# design 1

### Wiring by layer, design 1

(2 px per µm)
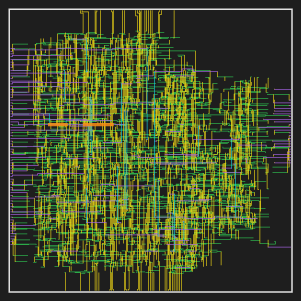

**src/rtl/tx_frame_ctrl.sv**
```systemverilog
// Frame sequencer: 14-byte Ethernet header followed by a byte-buffer payload onto
// an AXI4-Stream byte port, with tlast, inter-frame gap and back-to-back frames.
module tx_frame_ctrl #(
    parameter int unsigned IFG_CYCLES = 12,
    parameter int unsigned MIN_LEN    = 46,
    parameter int unsigned MAX_LEN    = 1500,
    parameter int unsigned CNT_W      = 16
) (
    input  logic             clk,
    input  logic             rst_n,
    input  logic             enable_i,
    input  logic [10:0]      frame_len_i,
    input  logic [47:0]      dst_mac_i,
    input  logic [47:0]      src_mac_i,
    input  logic             fifo_valid_i,
    input  logic [7:0]       fifo_data_i,
    output logic             fifo_ready_o,
    output logic [7:0]       m_axis_tdata_o,
    output logic             m_axis_tvalid_o,
    output logic             m_axis_tlast_o,
    input  logic             m_axis_tready_i,
    output logic             busy_o,
    output logic             frame_done_o,
    output logic [CNT_W-1:0] frame_cnt_o,
    output logic             underrun_o
);

    // state   | meaning
    // IDLE    | waiting for enable; frame fields latched on exit
    // HDR     | sending dst MAC, src MAC, length (14 bytes)
    // PAYLOAD | passing L bytes from the byte buffer to the MAC
    // GAP     | inter-frame idle; chooses HDR or IDLE on exit
    typedef enum logic [1:0] {S_IDLE, S_HDR, S_PAYLOAD, S_GAP} state_t;

    localparam logic [10:0] MIN_L    = 11'(MIN_LEN);
    localparam logic [10:0] MAX_L    = 11'(MAX_LEN);
    localparam logic [15:0] GAP_LOAD = (IFG_CYCLES == 0) ? 16'd0 : 16'(IFG_CYCLES - 1);

    state_t           state_q, state_d;
    logic [47:0]      dst_q, dst_d, src_q, src_d;
    logic [10:0]      len_q, len_d, pcnt_q, pcnt_d;
    logic [3:0]       hidx_q, hidx_d;
    logic [15:0]      gap_q, gap_d;
    logic             done_q, done_d, urun_q, urun_d;
    logic [CNT_W-1:0] cnt_q, cnt_d;

    logic [10:0]  len_clamp;
    logic [111:0] hdr_bits;
    logic [6:0]   hsel;
    logic         last_byte;
    logic         latch;

    assign len_clamp = (frame_len_i < MIN_L) ? MIN_L :
                       (frame_len_i > MAX_L) ? MAX_L : frame_len_i;
    assign hdr_bits  = {dst_q, src_q, 5'd0, len_q};
    assign hsel      = 7'd111 - {hidx_q, 3'b000};
    assign last_byte = (pcnt_q == len_q - 11'd1);

    always_ff @(posedge clk or negedge rst_n) begin
        if (!rst_n) begin
            state_q <= S_IDLE;
            dst_q   <= '0;
            src_q   <= '0;
            len_q   <= '0;
            pcnt_q  <= '0;
            hidx_q  <= '0;
            gap_q   <= '0;
            done_q  <= 1'b0;
            urun_q  <= 1'b0;
            cnt_q   <= '0;
        end else begin
            state_q <= state_d;
            dst_q   <= dst_d;
            src_q   <= src_d;
            len_q   <= len_d;
            pcnt_q  <= pcnt_d;
            hidx_q  <= hidx_d;
            gap_q   <= gap_d;
            done_q  <= done_d;
            urun_q  <= urun_d;
            cnt_q   <= cnt_d;
        end
    end

    always_comb begin
        state_d         = state_q;
        dst_d           = dst_q;
        src_d           = src_q;
        len_d           = len_q;
        pcnt_d          = pcnt_q;
        hidx_d          = hidx_q;
        gap_d           = gap_q;
        done_d          = 1'b0;
        urun_d          = urun_q;
        cnt_d           = cnt_q;
        latch           = 1'b0;
        m_axis_tvalid_o = 1'b0;
        m_axis_tdata_o  = 8'h00;
        m_axis_tlast_o  = 1'b0;
        fifo_ready_o    = 1'b0;

        case (state_q)
            S_IDLE: begin
                latch = enable_i;
            end
            S_HDR: begin
                m_axis_tvalid_o = 1'b1;
                m_axis_tdata_o  = hdr_bits[hsel -: 8];
                if (m_axis_tready_i) begin
                    if (hidx_q == 4'd13) begin
                        state_d = S_PAYLOAD;
                        pcnt_d  = '0;
                        hidx_d  = '0;
                    end else begin
                        hidx_d = hidx_q + 4'd1;
                    end
                end
            end
            S_PAYLOAD: begin
                m_axis_tvalid_o = fifo_valid_i;
                m_axis_tdata_o  = fifo_data_i;
                m_axis_tlast_o  = last_byte & fifo_valid_i;
                fifo_ready_o    = m_axis_tready_i;
                // starvation only counts when the MAC was actually asking for a byte
                if (!fifo_valid_i && m_axis_tready_i) begin
                    urun_d = 1'b1;
                end
                if (fifo_valid_i && m_axis_tready_i) begin
                    if (last_byte) begin
                        state_d = S_GAP;
                        gap_d   = GAP_LOAD;
                        done_d  = 1'b1;
                        cnt_d   = cnt_q + CNT_W'(1);
                    end else begin
                        pcnt_d = pcnt_q + 11'd1;
                    end
                end
            end
            S_GAP: begin
                if (gap_q == 16'd0) begin
                    latch   = enable_i;
                    state_d = S_IDLE;
                end else begin
                    gap_d = gap_q - 16'd1;
                end
            end
            default: state_d = S_IDLE;
        endcase

        if (latch) begin
            state_d = S_HDR;
            dst_d   = dst_mac_i;
            src_d   = src_mac_i;
            len_d   = len_clamp;
            hidx_d  = '0;
        end
    end

    assign busy_o       = (state_q != S_IDLE);
    assign frame_done_o = done_q;
    assign frame_cnt_o  = cnt_q;
    assign underrun_o   = urun_q;

endmodule

```
**config.mk**
```make
export PLATFORM = sky130hd
export DESIGN_NAME = tx_frame_ctrl
export DESIGN_NICKNAME = d
export VERILOG_FILES = /design/src/rtl/tx_frame_ctrl.sv
export SDC_FILE = /design/constraint.sdc
export NUM_CORES = 1
export LEC_CHECK = 0
export CORE_MARGIN = 8
export CORE_UTILIZATION = 53
export CTS_BUF_LIST = sky130_fd_sc_hd__clkbuf_8 sky130_fd_sc_hd__clkbuf_16
export DETAILED_ROUTE_END_ITERATION = 16
export PLACE_DENSITY = 0.81
export RECOVER_POWER = 25
export SETUP_SLACK_MARGIN = 0.05
export SLEW_MARGIN = 0
export SYNTH_ARGS = -nofsm -noshare
export SYNTH_HDL_FRONTEND = slang
export SYNTH_SLANG_ARGS = --single-unit
```
**constraint.sdc**
```tcl
create_clock -name clk -period 4.1 [get_ports clk]
set_clock_uncertainty 0.2 [all_clocks]
set_input_delay 0.41 -clock clk [delete_from_list [all_inputs] [get_ports clk]]
set_output_delay 0.41 -clock clk [all_outputs]
set_load 0.005 [all_outputs]
```
# design 2

## src/rtl/datapath_pkg.sv

```systemverilog
// Shared encodings for the multi-cycle datapath: command/ALU opcodes, FSM states
// and the stack-pointer register index.
package datapath_pkg;

  typedef enum logic [2:0] {
    OP_ALU   = 3'd0,
    OP_LOAD  = 3'd1,
    OP_STORE = 3'd2,
    OP_PUSH  = 3'd3,
    OP_POP   = 3'd4
  } cmd_op_e;

  typedef enum logic [2:0] {
    ALU_ADD = 3'd0,
    ALU_ADC = 3'd1,
    ALU_SUB = 3'd2,
    ALU_SBC = 3'd3,
    ALU_AND = 3'd4,
    ALU_OR  = 3'd5,
    ALU_XOR = 3'd6,
    ALU_MOV = 3'd7
  } alu_sel_e;

  typedef enum logic [1:0] {
    ST_IDLE   = 2'd0,
    ST_MEM    = 2'd1,
    ST_RETIRE = 2'd2
  } state_e;

  // The top register doubles as the stack pointer.
  function automatic int unsigned sp_idx(input int unsigned reg_cnt);
    return reg_cnt - 1;
  endfunction

endpackage

```

## src/rtl/datapath_mc_reg_file_sp.sv

```systemverilog
// Register file with two operand read ports, a debug read port, one general write
// port and a dedicated SP-update port; the SP register resets to all ones.
module reg_file_sp
  import datapath_pkg::*;
#(
  parameter  int DATA_W  = 8,
  parameter  int REG_CNT = 16,
  localparam int RA_W    = $clog2(REG_CNT)
) (
  input  logic              clk_i,
  input  logic              rst_ni,
  input  logic [RA_W-1:0]   ra_a_i,
  input  logic [RA_W-1:0]   ra_b_i,
  input  logic [RA_W-1:0]   ra_dbg_i,
  output logic [DATA_W-1:0] rd_a_o,
  output logic [DATA_W-1:0] rd_b_o,
  output logic [DATA_W-1:0] rd_dbg_o,
  output logic [DATA_W-1:0] sp_o,
  input  logic              we_i,
  input  logic [RA_W-1:0]   wa_i,
  input  logic [DATA_W-1:0] wd_i,
  input  logic              sp_we_i,
  input  logic [DATA_W-1:0] sp_wd_i
);

  localparam int unsigned SP = sp_idx(REG_CNT);

  logic [DATA_W-1:0] regs_q [REG_CNT];

  // General write is issued last so it wins over an SP update to the same register.
  always_ff @(posedge clk_i or negedge rst_ni) begin
    if (!rst_ni) begin
      for (int unsigned i = 0; i < REG_CNT; i++) begin
        regs_q[i] <= '0;
      end
      regs_q[SP] <= '1;
    end else begin
      if (sp_we_i) regs_q[SP] <= sp_wd_i;
      if (we_i)    regs_q[wa_i] <= wd_i;
    end
  end

  assign rd_a_o   = regs_q[ra_a_i];
  assign rd_b_o   = regs_q[ra_b_i];
  assign rd_dbg_o = regs_q[ra_dbg_i];
  assign sp_o     = regs_q[SP];

endmodule

```

## src/rtl/datapath_mc.sv

```systemverilog
// Multi-cycle MiniRISC datapath: valid/ready command port, req/ack data-memory
// port with wait states, hardware PUSH/POP and a debug register write port.
module datapath_mc
  import datapath_pkg::*;
#(
  parameter  int DATA_W  = 8,
  parameter  int REG_CNT = 16,
  localparam int RA_W    = $clog2(REG_CNT)
) (
  input  logic              clk,
  input  logic              rst,
  input  logic              cmd_valid,
  output logic              cmd_ready,
  input  logic [2:0]        cmd_op,
  input  logic [2:0]        alu_sel,
  input  logic [RA_W-1:0]   reg_addr_x,
  input  logic [RA_W-1:0]   reg_addr_y,
  input  logic              op2_sel,
  input  logic [DATA_W-1:0] const_data,
  output logic              mem_req,
  output logic              mem_we,
  output logic [DATA_W-1:0] mem_addr,
  output logic [DATA_W-1:0] mem_dout,
  input  logic [DATA_W-1:0] mem_din,
  input  logic              mem_ack,
  output logic              done,
  output logic              flag_z,
  output logic              flag_c,
  output logic              flag_n,
  output logic              flag_v,
  output logic [DATA_W-1:0] sp,
  output logic [DATA_W-1:0] jump_address,
  input  logic              dbg_is_brk,
  input  logic              dbg_wr,
  input  logic [RA_W-1:0]   dbg_addr_in,
  input  logic [DATA_W-1:0] dbg_data_in,
  output logic [DATA_W-1:0] dbg_reg_dout
);

  localparam int MSB = DATA_W - 1;

  state_e            state_q, state_d;
  logic [2:0]        op_q, op_d;
  logic [RA_W-1:0]   rx_q, rx_d;
  logic [DATA_W-1:0] mem_addr_q, mem_addr_d;
  logic [DATA_W-1:0] mem_dout_q, mem_dout_d;
  logic              mem_we_q, mem_we_d;
  logic              flag_z_q, flag_z_d, flag_c_q, flag_c_d;
  logic              flag_n_q, flag_n_d, flag_v_q, flag_v_d;

  logic [DATA_W-1:0] rx_val, ry_val, sp_val, op2;
  logic              rf_we, sp_we;
  logic [RA_W-1:0]   rf_wa;
  logic [DATA_W-1:0] rf_wd, sp_wd;

  logic [DATA_W-1:0] alu_res;
  logic [DATA_W:0]   alu_ext;
  logic              alu_cin, alu_c, alu_v;

  reg_file_sp #(
    .DATA_W  (DATA_W),
    .REG_CNT (REG_CNT)
  ) u_rf (
    .clk_i    (clk),
    .rst_ni   (rst),
    .ra_a_i   (reg_addr_x),
    .ra_b_i   (reg_addr_y),
    .ra_dbg_i (dbg_addr_in),
    .rd_a_o   (rx_val),
    .rd_b_o   (ry_val),
    .rd_dbg_o (dbg_reg_dout),
    .sp_o     (sp_val),
    .we_i     (rf_we),
    .wa_i     (rf_wa),
    .wd_i     (rf_wd),
    .sp_we_i  (sp_we),
    .sp_wd_i  (sp_wd)
  );

  assign op2 = op2_sel ? ry_val : const_data;

  // Carry/borrow come from the extra top bit of a (DATA_W+1)-bit add/subtract.
  always_comb begin
    alu_ext = '0;
    alu_cin = 1'b0;
    alu_res = '0;
    alu_c   = flag_c_q;
    alu_v   = flag_v_q;
    unique case (alu_sel_e'(alu_sel))
      ALU_ADD, ALU_ADC: begin
        alu_cin = (alu_sel_e'(alu_sel) == ALU_ADC) & flag_c_q;
        alu_ext = {1'b0, rx_val} + {1'b0, op2} + {{DATA_W{1'b0}}, alu_cin};
        alu_res = alu_ext[MSB:0];
        alu_c   = alu_ext[DATA_W];
        alu_v   = (rx_val[MSB] == op2[MSB]) && (alu_res[MSB] != rx_val[MSB]);
      end
      ALU_SUB, ALU_SBC: begin
        alu_cin = (alu_sel_e'(alu_sel) == ALU_SBC) & flag_c_q;
        alu_ext = {1'b0, rx_val} - {1'b0, op2} - {{DATA_W{1'b0}}, alu_cin};
        alu_res = alu_ext[MSB:0];
        alu_c   = alu_ext[DATA_W];
        alu_v   = (rx_val[MSB] != op2[MSB]) && (alu_res[MSB] != rx_val[MSB]);
      end
      ALU_AND: alu_res = rx_val & op2;
      ALU_OR:  alu_res = rx_val | op2;
      ALU_XOR: alu_res = rx_val ^ op2;
      ALU_MOV: alu_res = op2;
    endcase
  end

  always_comb begin
    state_d    = state_q;
    op_d       = op_q;
    rx_d       = rx_q;
    mem_addr_d = mem_addr_q;
    mem_dout_d = mem_dout_q;
    mem_we_d   = mem_we_q;
    flag_z_d   = flag_z_q;
    flag_c_d   = flag_c_q;
    flag_n_d   = flag_n_q;
    flag_v_d   = flag_v_q;
    rf_we      = 1'b0;
    rf_wa      = reg_addr_x;
    rf_wd      = alu_res;
    sp_we      = 1'b0;
    sp_wd      = sp_val;
    unique case (state_q)
      ST_IDLE: begin
        if (cmd_valid && cmd_ready) begin
          op_d    = cmd_op;
          rx_d    = reg_addr_x;
          state_d = ST_RETIRE;
          case (cmd_op_e'(cmd_op))
            OP_ALU: begin
              rf_we    = 1'b1;
              flag_z_d = (alu_res == '0);
              flag_n_d = alu_res[MSB];
              flag_c_d = alu_c;
              flag_v_d = alu_v;
            end
            OP_LOAD: begin
              mem_addr_d = op2;
              mem_we_d   = 1'b0;
              state_d    = ST_MEM;
            end
            OP_STORE: begin
              mem_addr_d = op2;
              mem_we_d   = 1'b1;
              mem_dout_d = rx_val;
              state_d    = ST_MEM;
            end
            OP_PUSH: begin
              mem_addr_d = sp_val;
              mem_we_d   = 1'b1;
              mem_dout_d = rx_val;
              state_d    = ST_MEM;
            end
            OP_POP: begin
              mem_addr_d = sp_val + DATA_W'(1);
              mem_we_d   = 1'b0;
              state_d    = ST_MEM;
            end
            default: ;
          endcase
        end else if (dbg_wr && dbg_is_brk) begin
          rf_we = 1'b1;
          rf_wa = dbg_addr_in;
          rf_wd = dbg_data_in;
        end
      end
      ST_MEM: begin
        if (mem_ack) begin
          state_d = ST_RETIRE;
          rf_wa   = rx_q;
          rf_wd   = mem_din;
          case (cmd_op_e'(op_q))
            OP_LOAD: rf_we = 1'b1;
            OP_PUSH: begin
              sp_we = 1'b1;
              sp_wd = sp_val - DATA_W'(1);
            end
            OP_POP: begin
              rf_we = 1'b1;
              sp_we = 1'b1;
              sp_wd = sp_val + DATA_W'(1);
            end
            default: ;
          endcase
        end
      end
      ST_RETIRE: state_d = ST_IDLE;
      default:   state_d = ST_IDLE;
    endcase
  end

  always_ff @(posedge clk or negedge rst) begin
    if (!rst) begin
      state_q    <= ST_IDLE;
      op_q       <= '0;
      rx_q       <= '0;
      mem_addr_q <= '0;
      mem_dout_q <= '0;
      mem_we_q   <= 1'b0;
      flag_z_q   <= 1'b0;
      flag_c_q   <= 1'b0;
      flag_n_q   <= 1'b0;
      flag_v_q   <= 1'b0;
    end else begin
      state_q    <= state_d;
      op_q       <= op_d;
      rx_q       <= rx_d;
      mem_addr_q <= mem_addr_d;
      mem_dout_q <= mem_dout_d;
      mem_we_q   <= mem_we_d;
      flag_z_q   <= flag_z_d;
      flag_c_q   <= flag_c_d;
      flag_n_q   <= flag_n_d;
      flag_v_q   <= flag_v_d;
    end
  end

  assign cmd_ready    = (state_q == ST_IDLE) && !dbg_is_brk;
  assign mem_req      = (state_q == ST_MEM);
  assign mem_we       = mem_we_q && mem_req;
  assign mem_addr     = mem_addr_q;
  assign mem_dout     = mem_dout_q;
  assign done         = (state_q == ST_RETIRE);
  assign flag_z       = flag_z_q;
  assign flag_c       = flag_c_q;
  assign flag_n       = flag_n_q;
  assign flag_v       = flag_v_q;
  assign sp           = sp_val;
  assign jump_address = op2;

endmodule

```

## config.mk

```make
export PLATFORM = sky130hd
export DESIGN_NAME = datapath_mc
export DESIGN_NICKNAME = d
export VERILOG_FILES = /design/src/rtl/datapath_pkg.sv /design/src/rtl/datapath_mc_reg_file_sp.sv /design/src/rtl/datapath_mc.sv
export SDC_FILE = /design/constraint.sdc
export NUM_CORES = 1
export LEC_CHECK = 0
export CORE_UTILIZATION = 50
export CTS_BUF_LIST = sky130_fd_sc_hd__clkbuf_16
export DETAILED_ROUTE_END_ITERATION = 16
export PLACE_DENSITY_LB_ADDON = 0.15
export SETUP_SLACK_MARGIN = 0.05
export SYNTH_ARGS = -nofsm -noshare
export SYNTH_HDL_FRONTEND = slang
export SYNTH_SLANG_ARGS = --single-unit
```

## constraint.sdc

```tcl
create_clock -name clk -period 5.8 [get_ports clk]
set_input_delay 0.58 -clock clk [delete_from_list [all_inputs] [get_ports clk]]
set_output_delay 0.58 -clock clk [all_outputs]
set_load 0.05 [all_outputs]
```

# design 3

[src/rtl/kanagawa_sim_arb_pkg.sv]
// Shared state type and round-robin pick helper for the Kanagawa sim mailbox schedulers.
package kanagawa_sim_arb_pkg;
  typedef enum logic {ARB_IDLE, ARB_BURST} arb_state_t;

  localparam int ARB_MAX_REQ = 32;
  localparam int ARB_IDX_W   = 5;
  localparam int ARB_NUM_W   = ARB_IDX_W + 1;

  typedef logic [ARB_NUM_W-1:0] arb_num_t;
  typedef struct packed {
    logic                 found;
    logic [ARB_IDX_W-1:0] idx;
  } rr_pick_t;

  // First set bit of valid & ~exclude scanning ptr, ptr+1, ... modulo n (n <= ARB_MAX_REQ).
  function automatic rr_pick_t rr_pick(input logic [ARB_MAX_REQ-1:0] valid,
                                       input logic [ARB_MAX_REQ-1:0] exclude,
                                       input arb_num_t ptr, input arb_num_t n);
    rr_pick_t r;
    arb_num_t j;
    r = '0;
    // Walk from the far end so the candidate nearest the pointer is written last.
    for (int k = ARB_MAX_REQ - 1; k >= 0; k--) begin
      j = ptr + arb_num_t'(k);
      if (j >= n) j = j - n;
      if (arb_num_t'(k) < n && valid[j[ARB_IDX_W-1:0]] && !exclude[j[ARB_IDX_W-1:0]]) begin
        r.found = 1'b1;
        r.idx   = j[ARB_IDX_W-1:0];
      end
    end
    return r;
  endfunction
endpackage

[src/rtl/kanagawa_rr_picker.sv]
// Combinational round-robin scan from a pointer, with a per-requester exclude mask.
module kanagawa_rr_picker
  import kanagawa_sim_arb_pkg::*;
#(
  parameter int N  = 4,
  localparam int IW = $clog2(N)
) (
  input  logic [N-1:0]  i_valid,
  input  logic [N-1:0]  i_exclude,
  input  logic [IW-1:0] i_ptr,
  output logic          o_found,
  output logic [IW-1:0] o_idx
);
  rr_pick_t w_pick;
  logic     w_unused_idx;

  assign w_pick       = rr_pick(ARB_MAX_REQ'(i_valid), ARB_MAX_REQ'(i_exclude),
                                arb_num_t'(i_ptr), arb_num_t'(N));
  assign o_found      = w_pick.found;
  assign o_idx        = w_pick.idx[IW-1:0];
  assign w_unused_idx = ^w_pick.idx;
endmodule

[src/rtl/kanagawa_sim_mailbox_arbiter.sv]
// Round-robin, burst-capped arbiter merging NUM_REQ valid/ready producers into one
// registered valid-only mailbox beat stream tagged with the source index.
module kanagawa_sim_mailbox_arbiter
  import kanagawa_sim_arb_pkg::*;
#(
  parameter int NUM_REQ    = 4,
  parameter int DATA_WIDTH = 32,
  parameter int MAX_BURST  = 4,
  localparam int SRC_WIDTH = $clog2(NUM_REQ)
) (
  input  logic                          i_clk,
  input  logic                          i_rst_n,
  input  logic                          i_enable,
  input  logic [NUM_REQ-1:0]            i_req_valid,
  input  logic [NUM_REQ*DATA_WIDTH-1:0] i_req_data,
  output logic [NUM_REQ-1:0]            o_req_ready,
  output logic                          o_valid,
  output logic [DATA_WIDTH-1:0]         o_data,
  output logic [SRC_WIDTH-1:0]          o_src,
  output logic                          o_busy
);
  localparam int                CNT_W = $clog2(MAX_BURST + 1);
  localparam logic [CNT_W-1:0]  CAP   = CNT_W'(MAX_BURST);
  localparam logic [SRC_WIDTH-1:0] LAST = SRC_WIDTH'(NUM_REQ - 1);

  function automatic logic [SRC_WIDTH-1:0] inc_mod(input logic [SRC_WIDTH-1:0] p);
    return (p == LAST) ? '0 : p + 1'b1;
  endfunction

  arb_state_t             r_state, w_state_nxt;
  logic [SRC_WIDTH-1:0]   r_owner, w_owner_nxt, r_rr_ptr, w_rr_ptr_nxt;
  logic [SRC_WIDTH-1:0]   w_owner_inc, w_scan_ptr, w_pick_idx, w_fire_idx;
  logic [CNT_W-1:0]       r_burst_cnt, w_burst_cnt_nxt;
  logic [NUM_REQ-1:0]     w_exclude;
  logic                   w_in_burst, w_cap_hit, w_hold, w_pick_found, w_fire;
  logic [DATA_WIDTH-1:0]  w_data_arr [NUM_REQ];

  for (genvar g = 0; g < NUM_REQ; g++) begin : g_data
    assign w_data_arr[g] = i_req_data[g*DATA_WIDTH +: DATA_WIDTH];
  end

  assign w_in_burst  = (r_state == ARB_BURST);
  assign w_cap_hit   = (r_burst_cnt == CAP);
  assign w_hold      = w_in_burst && i_req_valid[r_owner] && !w_cap_hit;
  assign w_owner_inc = inc_mod(r_owner);
  // A finishing burst rescans from owner+1 in the same cycle; a capped owner sits out one cycle.
  assign w_scan_ptr  = w_in_burst ? w_owner_inc : r_rr_ptr;
  assign w_exclude   = (w_in_burst && w_cap_hit) ? (NUM_REQ'(1) << r_owner) : '0;

  kanagawa_rr_picker #(.N(NUM_REQ)) u_picker (
    .i_valid   (i_req_valid),
    .i_exclude (w_exclude),
    .i_ptr     (w_scan_ptr),
    .o_found   (w_pick_found),
    .o_idx     (w_pick_idx)
  );

  assign w_fire     = i_rst_n && i_enable && (w_hold || w_pick_found);
  assign w_fire_idx = w_hold ? r_owner : w_pick_idx;
  assign o_busy     = w_in_burst;

  always_comb begin
    o_req_ready = '0;
    if (w_fire) o_req_ready[w_fire_idx] = 1'b1;
  end

  always_comb begin
    w_state_nxt     = r_state;
    w_owner_nxt     = r_owner;
    w_rr_ptr_nxt    = r_rr_ptr;
    w_burst_cnt_nxt = r_burst_cnt;
    if (i_enable) begin
      if (w_hold) begin
        w_burst_cnt_nxt = r_burst_cnt + 1'b1;
      end else begin
        if (w_in_burst) begin
          w_state_nxt  = ARB_IDLE;
          w_rr_ptr_nxt = w_owner_inc;
        end
        if (w_pick_found) begin
          w_owner_nxt     = w_pick_idx;
          w_burst_cnt_nxt = CNT_W'(1);
          if (MAX_BURST == 1) w_rr_ptr_nxt = inc_mod(w_pick_idx);
          else                w_state_nxt  = ARB_BURST;
        end
      end
    end
  end

  always_ff @(posedge i_clk or negedge i_rst_n) begin
    if (!i_rst_n) begin
      r_state     <= ARB_IDLE;
      r_owner     <= '0;
      r_rr_ptr    <= '0;
      r_burst_cnt <= '0;
      o_valid     <= 1'b0;
      o_data      <= '0;
      o_src       <= '0;
    end else begin
      r_state     <= w_state_nxt;
      r_owner     <= w_owner_nxt;
      r_rr_ptr    <= w_rr_ptr_nxt;
      r_burst_cnt <= w_burst_cnt_nxt;
      o_valid     <= w_fire;
      if (w_fire) begin
        o_data <= w_data_arr[w_fire_idx];
        o_src  <= w_fire_idx;
      end
    end
  end

  a_ready_onehot: assert property (@(posedge i_clk) disable iff (!i_rst_n)
    $onehot0(o_req_ready));
  a_ready_valid: assert property (@(posedge i_clk) disable iff (!i_rst_n)
    ((o_req_ready & ~i_req_valid) == '0));
endmodule

[config.mk]
export PLATFORM = sky130hd
export DESIGN_NAME = kanagawa_sim_mailbox_arbiter
export DESIGN_NICKNAME = d
export VERILOG_FILES = /design/src/rtl/kanagawa_sim_arb_pkg.sv /design/src/rtl/kanagawa_rr_picker.sv /design/src/rtl/kanagawa_sim_mailbox_arbiter.sv
export SDC_FILE = /design/constraint.sdc
export NUM_CORES = 1
export LEC_CHECK = 0
export ABC_CLOCK_PERIOD_IN_PS = 10100
export CAP_MARGIN = 40
export CORE_UTILIZATION = 43
export DETAILED_ROUTE_END_ITERATION = 16
export GPL_ROUTABILITY_DRIVEN = 0
export PLACE_DENSITY = 0.95
export SLEW_MARGIN = 15
export SYNTH_ARGS = -nofsm -noshare
export SYNTH_HDL_FRONTEND = slang
export SYNTH_SLANG_ARGS = --single-unit
[constraint.sdc]
create_clock -name i_clk -period 10.1 [get_ports i_clk]
set_input_delay 3.03 -clock i_clk [delete_from_list [all_inputs] [get_ports i_clk]]
set_output_delay 3.03 -clock i_clk [all_outputs]
set_load 0.01 [all_outputs]
# design 4

## config.mk

```make
export PLATFORM = sky130hd
export DESIGN_NAME = seq_gen
export DESIGN_NICKNAME = d
export VERILOG_FILES = /design/src/rtl/seq_gen_pkg.sv /design/src/rtl/seq_shift_out.sv /design/src/rtl/seq_gen.sv
export SDC_FILE = /design/constraint.sdc
export NUM_CORES = 1
export LEC_CHECK = 0
export CORE_MARGIN = 4
export CORE_UTILIZATION = 40
export CTS_CLUSTER_SIZE = 28
export DETAILED_ROUTE_END_ITERATION = 8
export PLACE_DENSITY = 0.65
export SLEW_MARGIN = 20
export SYNTH_ARGS = -nofsm -noshare
export SYNTH_HDL_FRONTEND = slang
export SYNTH_SLANG_ARGS = --single-unit
```

## constraint.sdc

```tcl
create_clock -name clk -period 2.15 [get_ports clk]
set_clock_uncertainty 0.05 [all_clocks]
set_input_delay 0.43 -clock clk [delete_from_list [all_inputs] [get_ports clk]]
set_output_delay 0.43 -clock clk [all_outputs]
set_load 0.02 [all_outputs]
```

## src/rtl/seq_gen_pkg.sv

```systemverilog
// Shared definitions for the serial pattern transmitter and its companion 0101 detector.
// Holds the state encodings and the default idle line level.
package seq_gen_pkg;

  typedef enum logic [1:0] {
    StIdle = 2'd0,
    StSend = 2'd1,
    StGap  = 2'd2,
    StFin  = 2'd3
  } seq_state_e;

  // Detector states; A is the park state reached by holding the line high.
  typedef enum logic [1:0] {
    DetA = 2'd0,
    DetB = 2'd1,
    DetC = 2'd2,
    DetD = 2'd3
  } det_state_e;

  localparam logic IdleLvlDefault = 1'b1;

endpackage

```

## src/rtl/seq_shift_out.sv

```systemverilog
// Loadable MSB-first shift register with a bit-index counter.
// first_bit flags index PAT_W-1 and last_bit flags index 0.
module seq_shift_out #(
  parameter int unsigned PAT_W = 4
) (
  input  logic             clk,
  input  logic             reset,
  input  logic             load,
  input  logic             shift,
  input  logic [PAT_W-1:0] din,
  output logic             bit_out,
  output logic             first_bit,
  output logic             last_bit
);

  localparam int unsigned IdxW = $clog2(PAT_W);

  logic [PAT_W-1:0] sh_q;
  logic [IdxW-1:0]  idx_q;

  always_ff @(posedge clk) begin
    if (reset) begin
      sh_q  <= '0;
      idx_q <= '0;
    end else if (load) begin
      sh_q  <= din;
      idx_q <= IdxW'(PAT_W - 1);
    end else if (shift) begin
      sh_q  <= {sh_q[PAT_W-2:0], 1'b0};
      idx_q <= idx_q - 1'b1;
    end
  end

  assign bit_out   = sh_q[PAT_W-1];
  assign first_bit = (idx_q == IdxW'(PAT_W - 1));
  assign last_bit  = (idx_q == '0);

endmodule

```

## src/rtl/seq_gen.sv

```systemverilog
// Serial pattern transmitter: sends a latched pattern MSB-first for repeat_n passes,
// with an optional idle gap between passes. All outputs are registered.
module seq_gen
  import seq_gen_pkg::*;
#(
  parameter int unsigned PAT_W    = 4,
  parameter int unsigned CNT_W    = 8,
  parameter int unsigned GAP_W    = 4,
  parameter logic        IDLE_LVL = IdleLvlDefault
) (
  input  logic             clk,
  input  logic             reset,
  input  logic             start,
  input  logic             abort,
  input  logic [PAT_W-1:0] pattern,
  input  logic [CNT_W-1:0] repeat_n,
  input  logic [GAP_W-1:0] gap,
  output logic             dout,
  output logic             bit_valid,
  output logic             frame_start,
  output logic             busy,
  output logic             done
);

  seq_state_e       state_q;
  logic [PAT_W-1:0] pat_q;
  logic [CNT_W-1:0] passes_q;
  logic [GAP_W-1:0] gap_q;
  logic [GAP_W-1:0] gap_cnt_q;
  logic             dout_q, bit_valid_q, frame_start_q, busy_q, done_q;

  logic             accept;
  logic             more_passes;
  logic             sh_load, sh_shift;
  logic [PAT_W-1:0] sh_din;
  logic             sh_bit, sh_first, sh_last;

  assign accept      = (state_q == StIdle) && start && !abort && (repeat_n != '0);
  assign more_passes = (passes_q != CNT_W'(1));

  // The shifter is reloaded at the end of every non-final pass, so it is ready
  // whether the next pass follows immediately or after a gap.
  assign sh_load  = accept ||
                    ((state_q == StSend) && !abort && sh_last && more_passes);
  assign sh_shift = (state_q == StSend) && !abort;
  assign sh_din   = (state_q == StIdle) ? pattern : pat_q;

  seq_shift_out #(
    .PAT_W(PAT_W)
  ) u_shift (
    .clk      (clk),
    .reset    (reset),
    .load     (sh_load),
    .shift    (sh_shift),
    .din      (sh_din),
    .bit_out  (sh_bit),
    .first_bit(sh_first),
    .last_bit (sh_last)
  );

  always_ff @(posedge clk) begin
    if (reset) begin
      state_q       <= StIdle;
      pat_q         <= '0;
      passes_q      <= '0;
      gap_q         <= '0;
      gap_cnt_q     <= '0;
      dout_q        <= IDLE_LVL;
      bit_valid_q   <= 1'b0;
      frame_start_q <= 1'b0;
      busy_q        <= 1'b0;
      done_q        <= 1'b0;
    end else if (abort) begin
      state_q       <= StIdle;
      dout_q        <= IDLE_LVL;
      bit_valid_q   <= 1'b0;
      frame_start_q <= 1'b0;
      busy_q        <= 1'b0;
      done_q        <= 1'b0;
    end else begin
      dout_q        <= IDLE_LVL;
      bit_valid_q   <= 1'b0;
      frame_start_q <= 1'b0;
      busy_q        <= 1'b0;
      done_q        <= 1'b0;
      case (state_q)
        StIdle: begin
          if (accept) begin
            pat_q    <= pattern;
            passes_q <= repeat_n;
            gap_q    <= gap;
            state_q  <= StSend;
          end else if (start) begin
            state_q <= StFin;
          end
        end
        StSend: begin
          dout_q        <= sh_bit;
          bit_valid_q   <= 1'b1;
          frame_start_q <= sh_first;
          busy_q        <= 1'b1;
          if (sh_last) begin
            if (!more_passes) begin
              state_q <= StFin;
            end else begin
              passes_q <= passes_q - 1'b1;
              if (gap_q != '0) begin
                gap_cnt_q <= gap_q - 1'b1;
                state_q   <= StGap;
              end
            end
          end
        end
        StGap: begin
          busy_q <= 1'b1;
          if (gap_cnt_q == '0) begin
            state_q <= StSend;
          end else begin
            gap_cnt_q <= gap_cnt_q - 1'b1;
          end
        end
        StFin: begin
          done_q  <= 1'b1;
          state_q <= StIdle;
        end
        default: state_q <= StIdle;
      endcase
    end
  end

  assign dout        = dout_q;
  assign bit_valid   = bit_valid_q;
  assign frame_start = frame_start_q;
  assign busy        = busy_q;
  assign done        = done_q;

endmodule

```

### M3 wires, design 4

(6 px per µm)
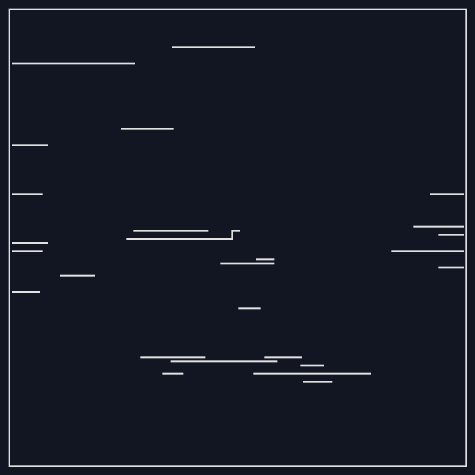
The longest straight run is 20.2 µm. The layer holds 4.6% of the routed length. The wires run mostly horizontal.
vias: 1,808
met3 Use GR: 3.79%
final wirelength: 4740 µm

==> impl_metrics.json, design 4 <==
{
  "status": "completed",
  "synth.cellmix.compoundShare_pct": 25.4,
  "postRouteAntennaNets": 0,
  "htreeDepth": 2,
  "cts-root-buf": "clkbuf_8",
  "crit_path_end": "state_q[0]",
  "topCellsByArea": "dfxtp_1, a21oi_1, ha_1",
  "synth.largest_area_cell": "dfxtp_1",
  "grt_pass1_vias": 1683,
  "slowest_delay_ps": 520,
  "chipArea_um2": 5760,
  "nNetsFinal": 295,
  "switching_power_uw": 482,
  "worstSetupEndpointType": "flop",
  "slew_headroom_pct": 62.6,
  "cp_cell_sequence": "ha_1 > or4b_4 > o211a_4 > or4_1 > a21oi_2",
  "synth_area_um2": 1840,
  "busiest_layer": "met2",
  "regMostFlops": "passes_q",
  "cts_tree": "done",
  "dp.final_hpwl_um": 3360,
  "dp_cells": 309,
  "synthArstFlopShare_pct": 0,
  "grt_max_degree": 20,
  "highest_layer": "met4",
  "post-cts-setup-buffers": 0,
  "synth.avg_cell_area_um2": 8.23,
  "hp-class": "reg -> reg",
  "drive_gt1_share_pct": 18.7
}
design 4: cell type report:
cell class                 count  area [µm²]  share of cell area (%)
clock buffer                   7        86.3                    3.49
clock inverter                 1        30.0                    1.21
inverter                      10        37.5                    1.52
multi-input combinational    165        1140                    46.0
sequential                    33         663                    26.8
tap                           52        65.1                    2.63
timing repair buffer          51         455                    18.4
design 4: through the flow:
stage	hold WS, ps	util [%]
finish	405	56.1
global route	431	56.1
CTS	409	54.7
detailed placement	389	51.8
global placement	381	51.8
floorplan	365	-
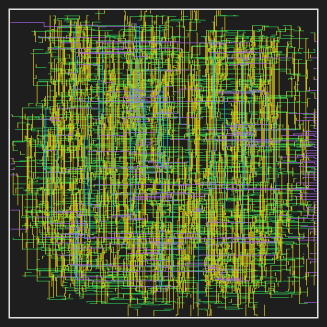
*Wiring by layer, design 2*
(2 px per µm)
met1: in green, wire length 14,400 µm. met3: in purple, wire length 3,070 µm. met4: in cyan, wire length 1,850 µm. met2: in yellow, wire length 17,500 µm.
final wirelength: 36,700 µm
GRT Total Usage: 32.5%
DR WL/cell: 25.5 µm
vias: 9,448

==> impl_metrics.json, design 2 <==
{
  "status": "completed",
  "final-comb-area_um2": 6940,
  "pin_count": 97,
  "post-place-ws_ps": 315,
  "numCtsBuffers": 17,
  "topCellsByArea": "dfrtp_1, mux4_2, mux2_2",
  "htreeDepth": 4,
  "fin_hold_ws_ps": 258,
  "layoutNonFillerInstCount": 1441,
  "xor_share_pct": 1.45,
  "slowest_delay_ps": 860,
  "placed_cell_area_um2": 12800,
  "synth_area_um2": 11500,
  "switching_power_mw": 2.97,
  "highest_layer": "met4",
  "ir_drop_mv": 0.239,
  "clk_latency_ps": 430,
  "yosys_warnings": 0,
  "cts_tree": "done"
}
design 2: cell type report:
type                            instances  area share (%)
Tap cell                              285            2.68
Multi-Input combinational cell        780            52.2
Timing Repair Buffer                  144            10.1
Sequential cell                       158            29.8
Inverter                               42            1.19
Clock buffer                           17            3.20
Clock inverter                         15           0.753
design 2: state kept, by name, summed over array words and instances, names as in the netlist:
name	count
mem_dout	8
state_q	2
op_q	3
flag_n	1
u_rf.sp_o	8
mem_addr	8
u_rf.regs_q	120
flag_z	1
flag_c	1
rx_q	4
flag_v	1
mem_we_q	1
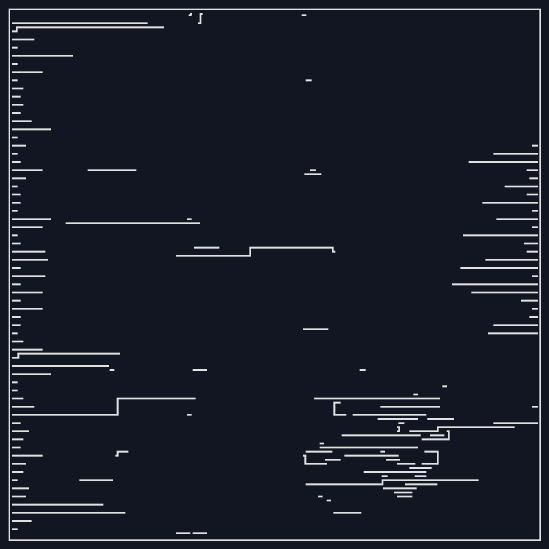
*M3 wires, design 3*
(6 px per µm)
The wires run mostly horizontal. The longest straight run is 24.4 µm.
vias: 3,196
met3 Use GR: 5.69%
final wirelength: 9650 µm

==> impl_metrics.json, design 3 <==
{
  "status": "completed",
  "htreeDepth": 2,
  "synth_cells": 300,
  "synth_nets": 444,
  "grt_pass1_vias": 3255,
  "final_cell_mix": "clkdlybuf4s50_1, mux2i_1, dfrtp_1",
  "crit_path_end": "o_req_ready[0]",
  "hp-class": "reg -> reg",
  "timing.setup.tns_ps": 0,
  "regToRegSetupSlack_ps": 6080,
  "worstHoldStart": "o_src[0]",
  "synth.largest_area_cell": "dfrtp_1",
  "timing.rr.end": "o_data[20]",
  "clk_path_buf_depth": 2,
  "nNetsFinal": 611
}
==> design 3: sequential cells by signal (all words and copies together), names as in the netlist <==
signal       count
o_src            2
r_owner          2
r_rr_ptr         2
r_burst_cnt      3
o_busy           1
o_valid          1
o_data          32
==> design 3: per-layer routing <==
metal / vias to the layer above / wire [µm] / global-route usage (%)
li1: 1471 / - / -
met1: 1521 / 3680 / 28.1
met2: 173 / 4980 / 43.8
met3: 31 / 723 / 5.69
met4: 0 / 267 / 9.82
met5: - / 0 / 0
### Gate families picked out, design 1

(2 px per µm)
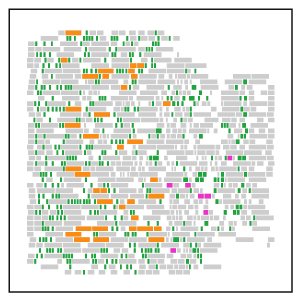
AND-OR and OR-AND gates: in magenta, cells 7. NAND gates: in green, cells 402. multiplexers: in orange, cells 36.
Comb/total area: 38.1%
Final Non-Filler Cells: 1,254
Commonest Layout Cell: nand2_1

Notes on 'Wiring by layer' of design 1 above:
met1: in green, wire length 9,300 µm. met3: in purple, wire length 1,640 µm. met2: in yellow, wire length 10,100 µm. met4: in cyan, wire length 539 µm. met5: in orange, wire length 22.1 µm.
vias: 7,061
final wirelength: 21,600 µm

==> impl_metrics.json, design 1 <==
{
  "cp_slowest_cell": "clkdlybuf4s50_1",
  "timing.setup.tns_ps": 0,
  "drv_cap": 1,
  "synth_dominant_cell_count": "nand2_1",
  "crit_path_end": "m_axis_tdata_o[4]",
  "drtPass1Iterations": 8,
  "violations": "max-capacitance violations, max-slew violations",
  "flop_area_um2": 3960,
  "buffers": 161,
  "drv_slew": 104,
  "critPathMaxFanout": 22,
  "combPwrFrac_pct": 38.9,
  "grt-ovfl-total": 0,
  "top_power_group": "combinational cells",
  "antenna_found_initial": 2,
  "status": "finished, violations left",
  "timing.rr.end": "gap_q[0]",
  "path_common_cell": "buf_4",
  "drc": 0
}
## design 1: metal layers
metal / wire [µm] / vias to the layer above / GRT usage (%)
met3: 1640 / 46 / 8.00
met5: 22 / - / 0
met1: 9300 / 3363 / 28.2
met2: 10100 / 246 / 36.4
met4: 538 / 4 / 8.82
li1: - / 3402 / -
## design 1: cells by family after synthesis
family | synth area share [%]
simple gates | 25.7
flops | 48.0
compound gates | 9.83
buf+inv | 3.90
mux | 7.35
xor+xnor | 3.19
fa+ha+maj | 1.97


## Gallery

The clock network.
shot_01.png
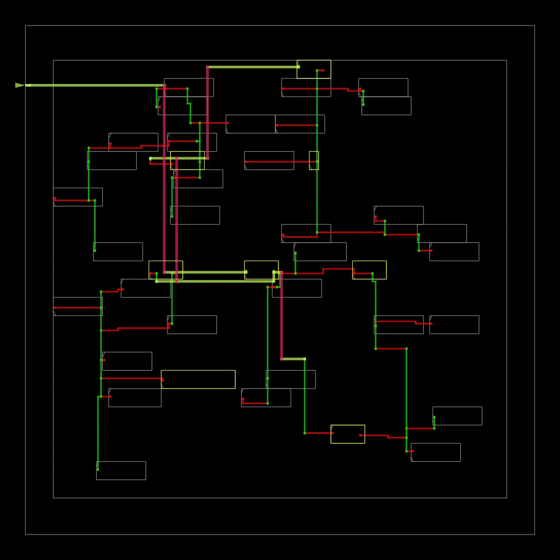
shot_02.png
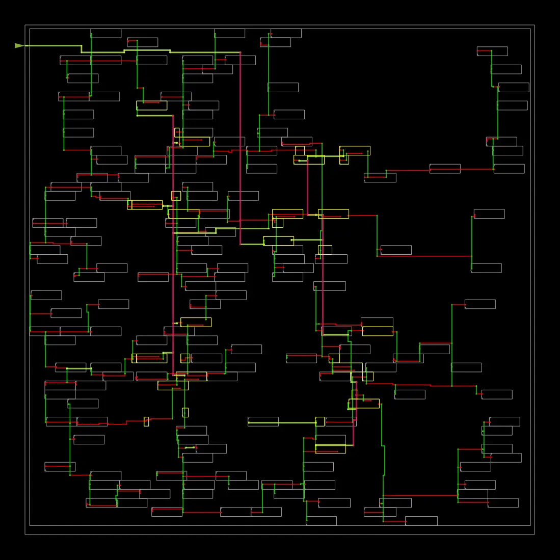
shot_03.png
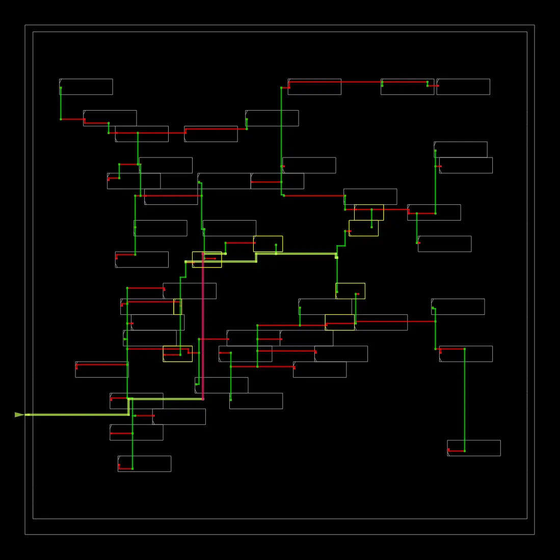
shot_04.png
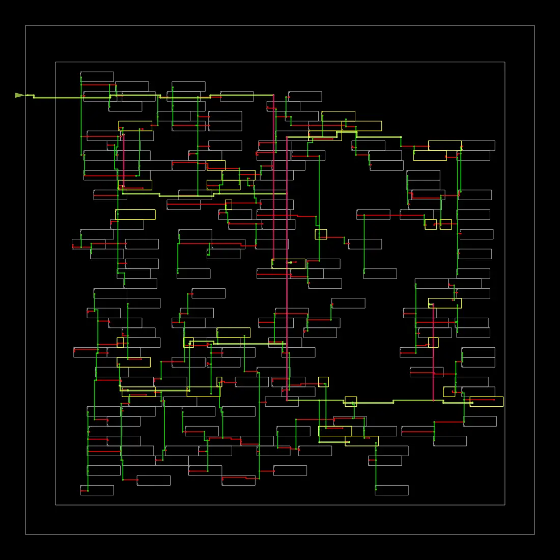
shot_03.png: design 3
shot_01.png: design 4
shot_02.png: design 2
shot_04.png: design 1
Of these, fewest sequential cells: shot_01.png


==> layout pictures side by side <==
Gate families picked out.
picture 1
(4 px per µm)
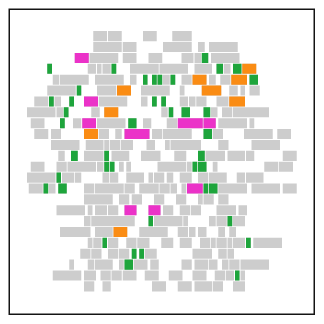
picture 2
(2 px per µm)
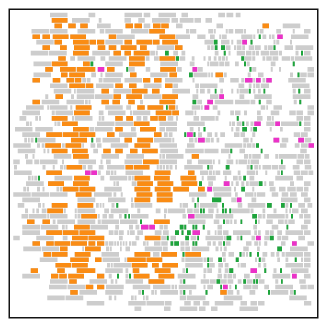
picture 3
(3 px per µm)
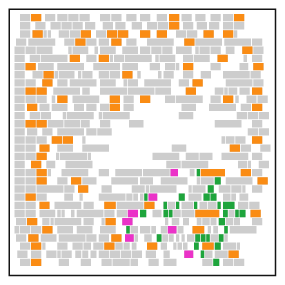
- design 2 = picture 2
- design 3 = picture 3
- design 4 = picture 1
The one with the largest die is picture 2.

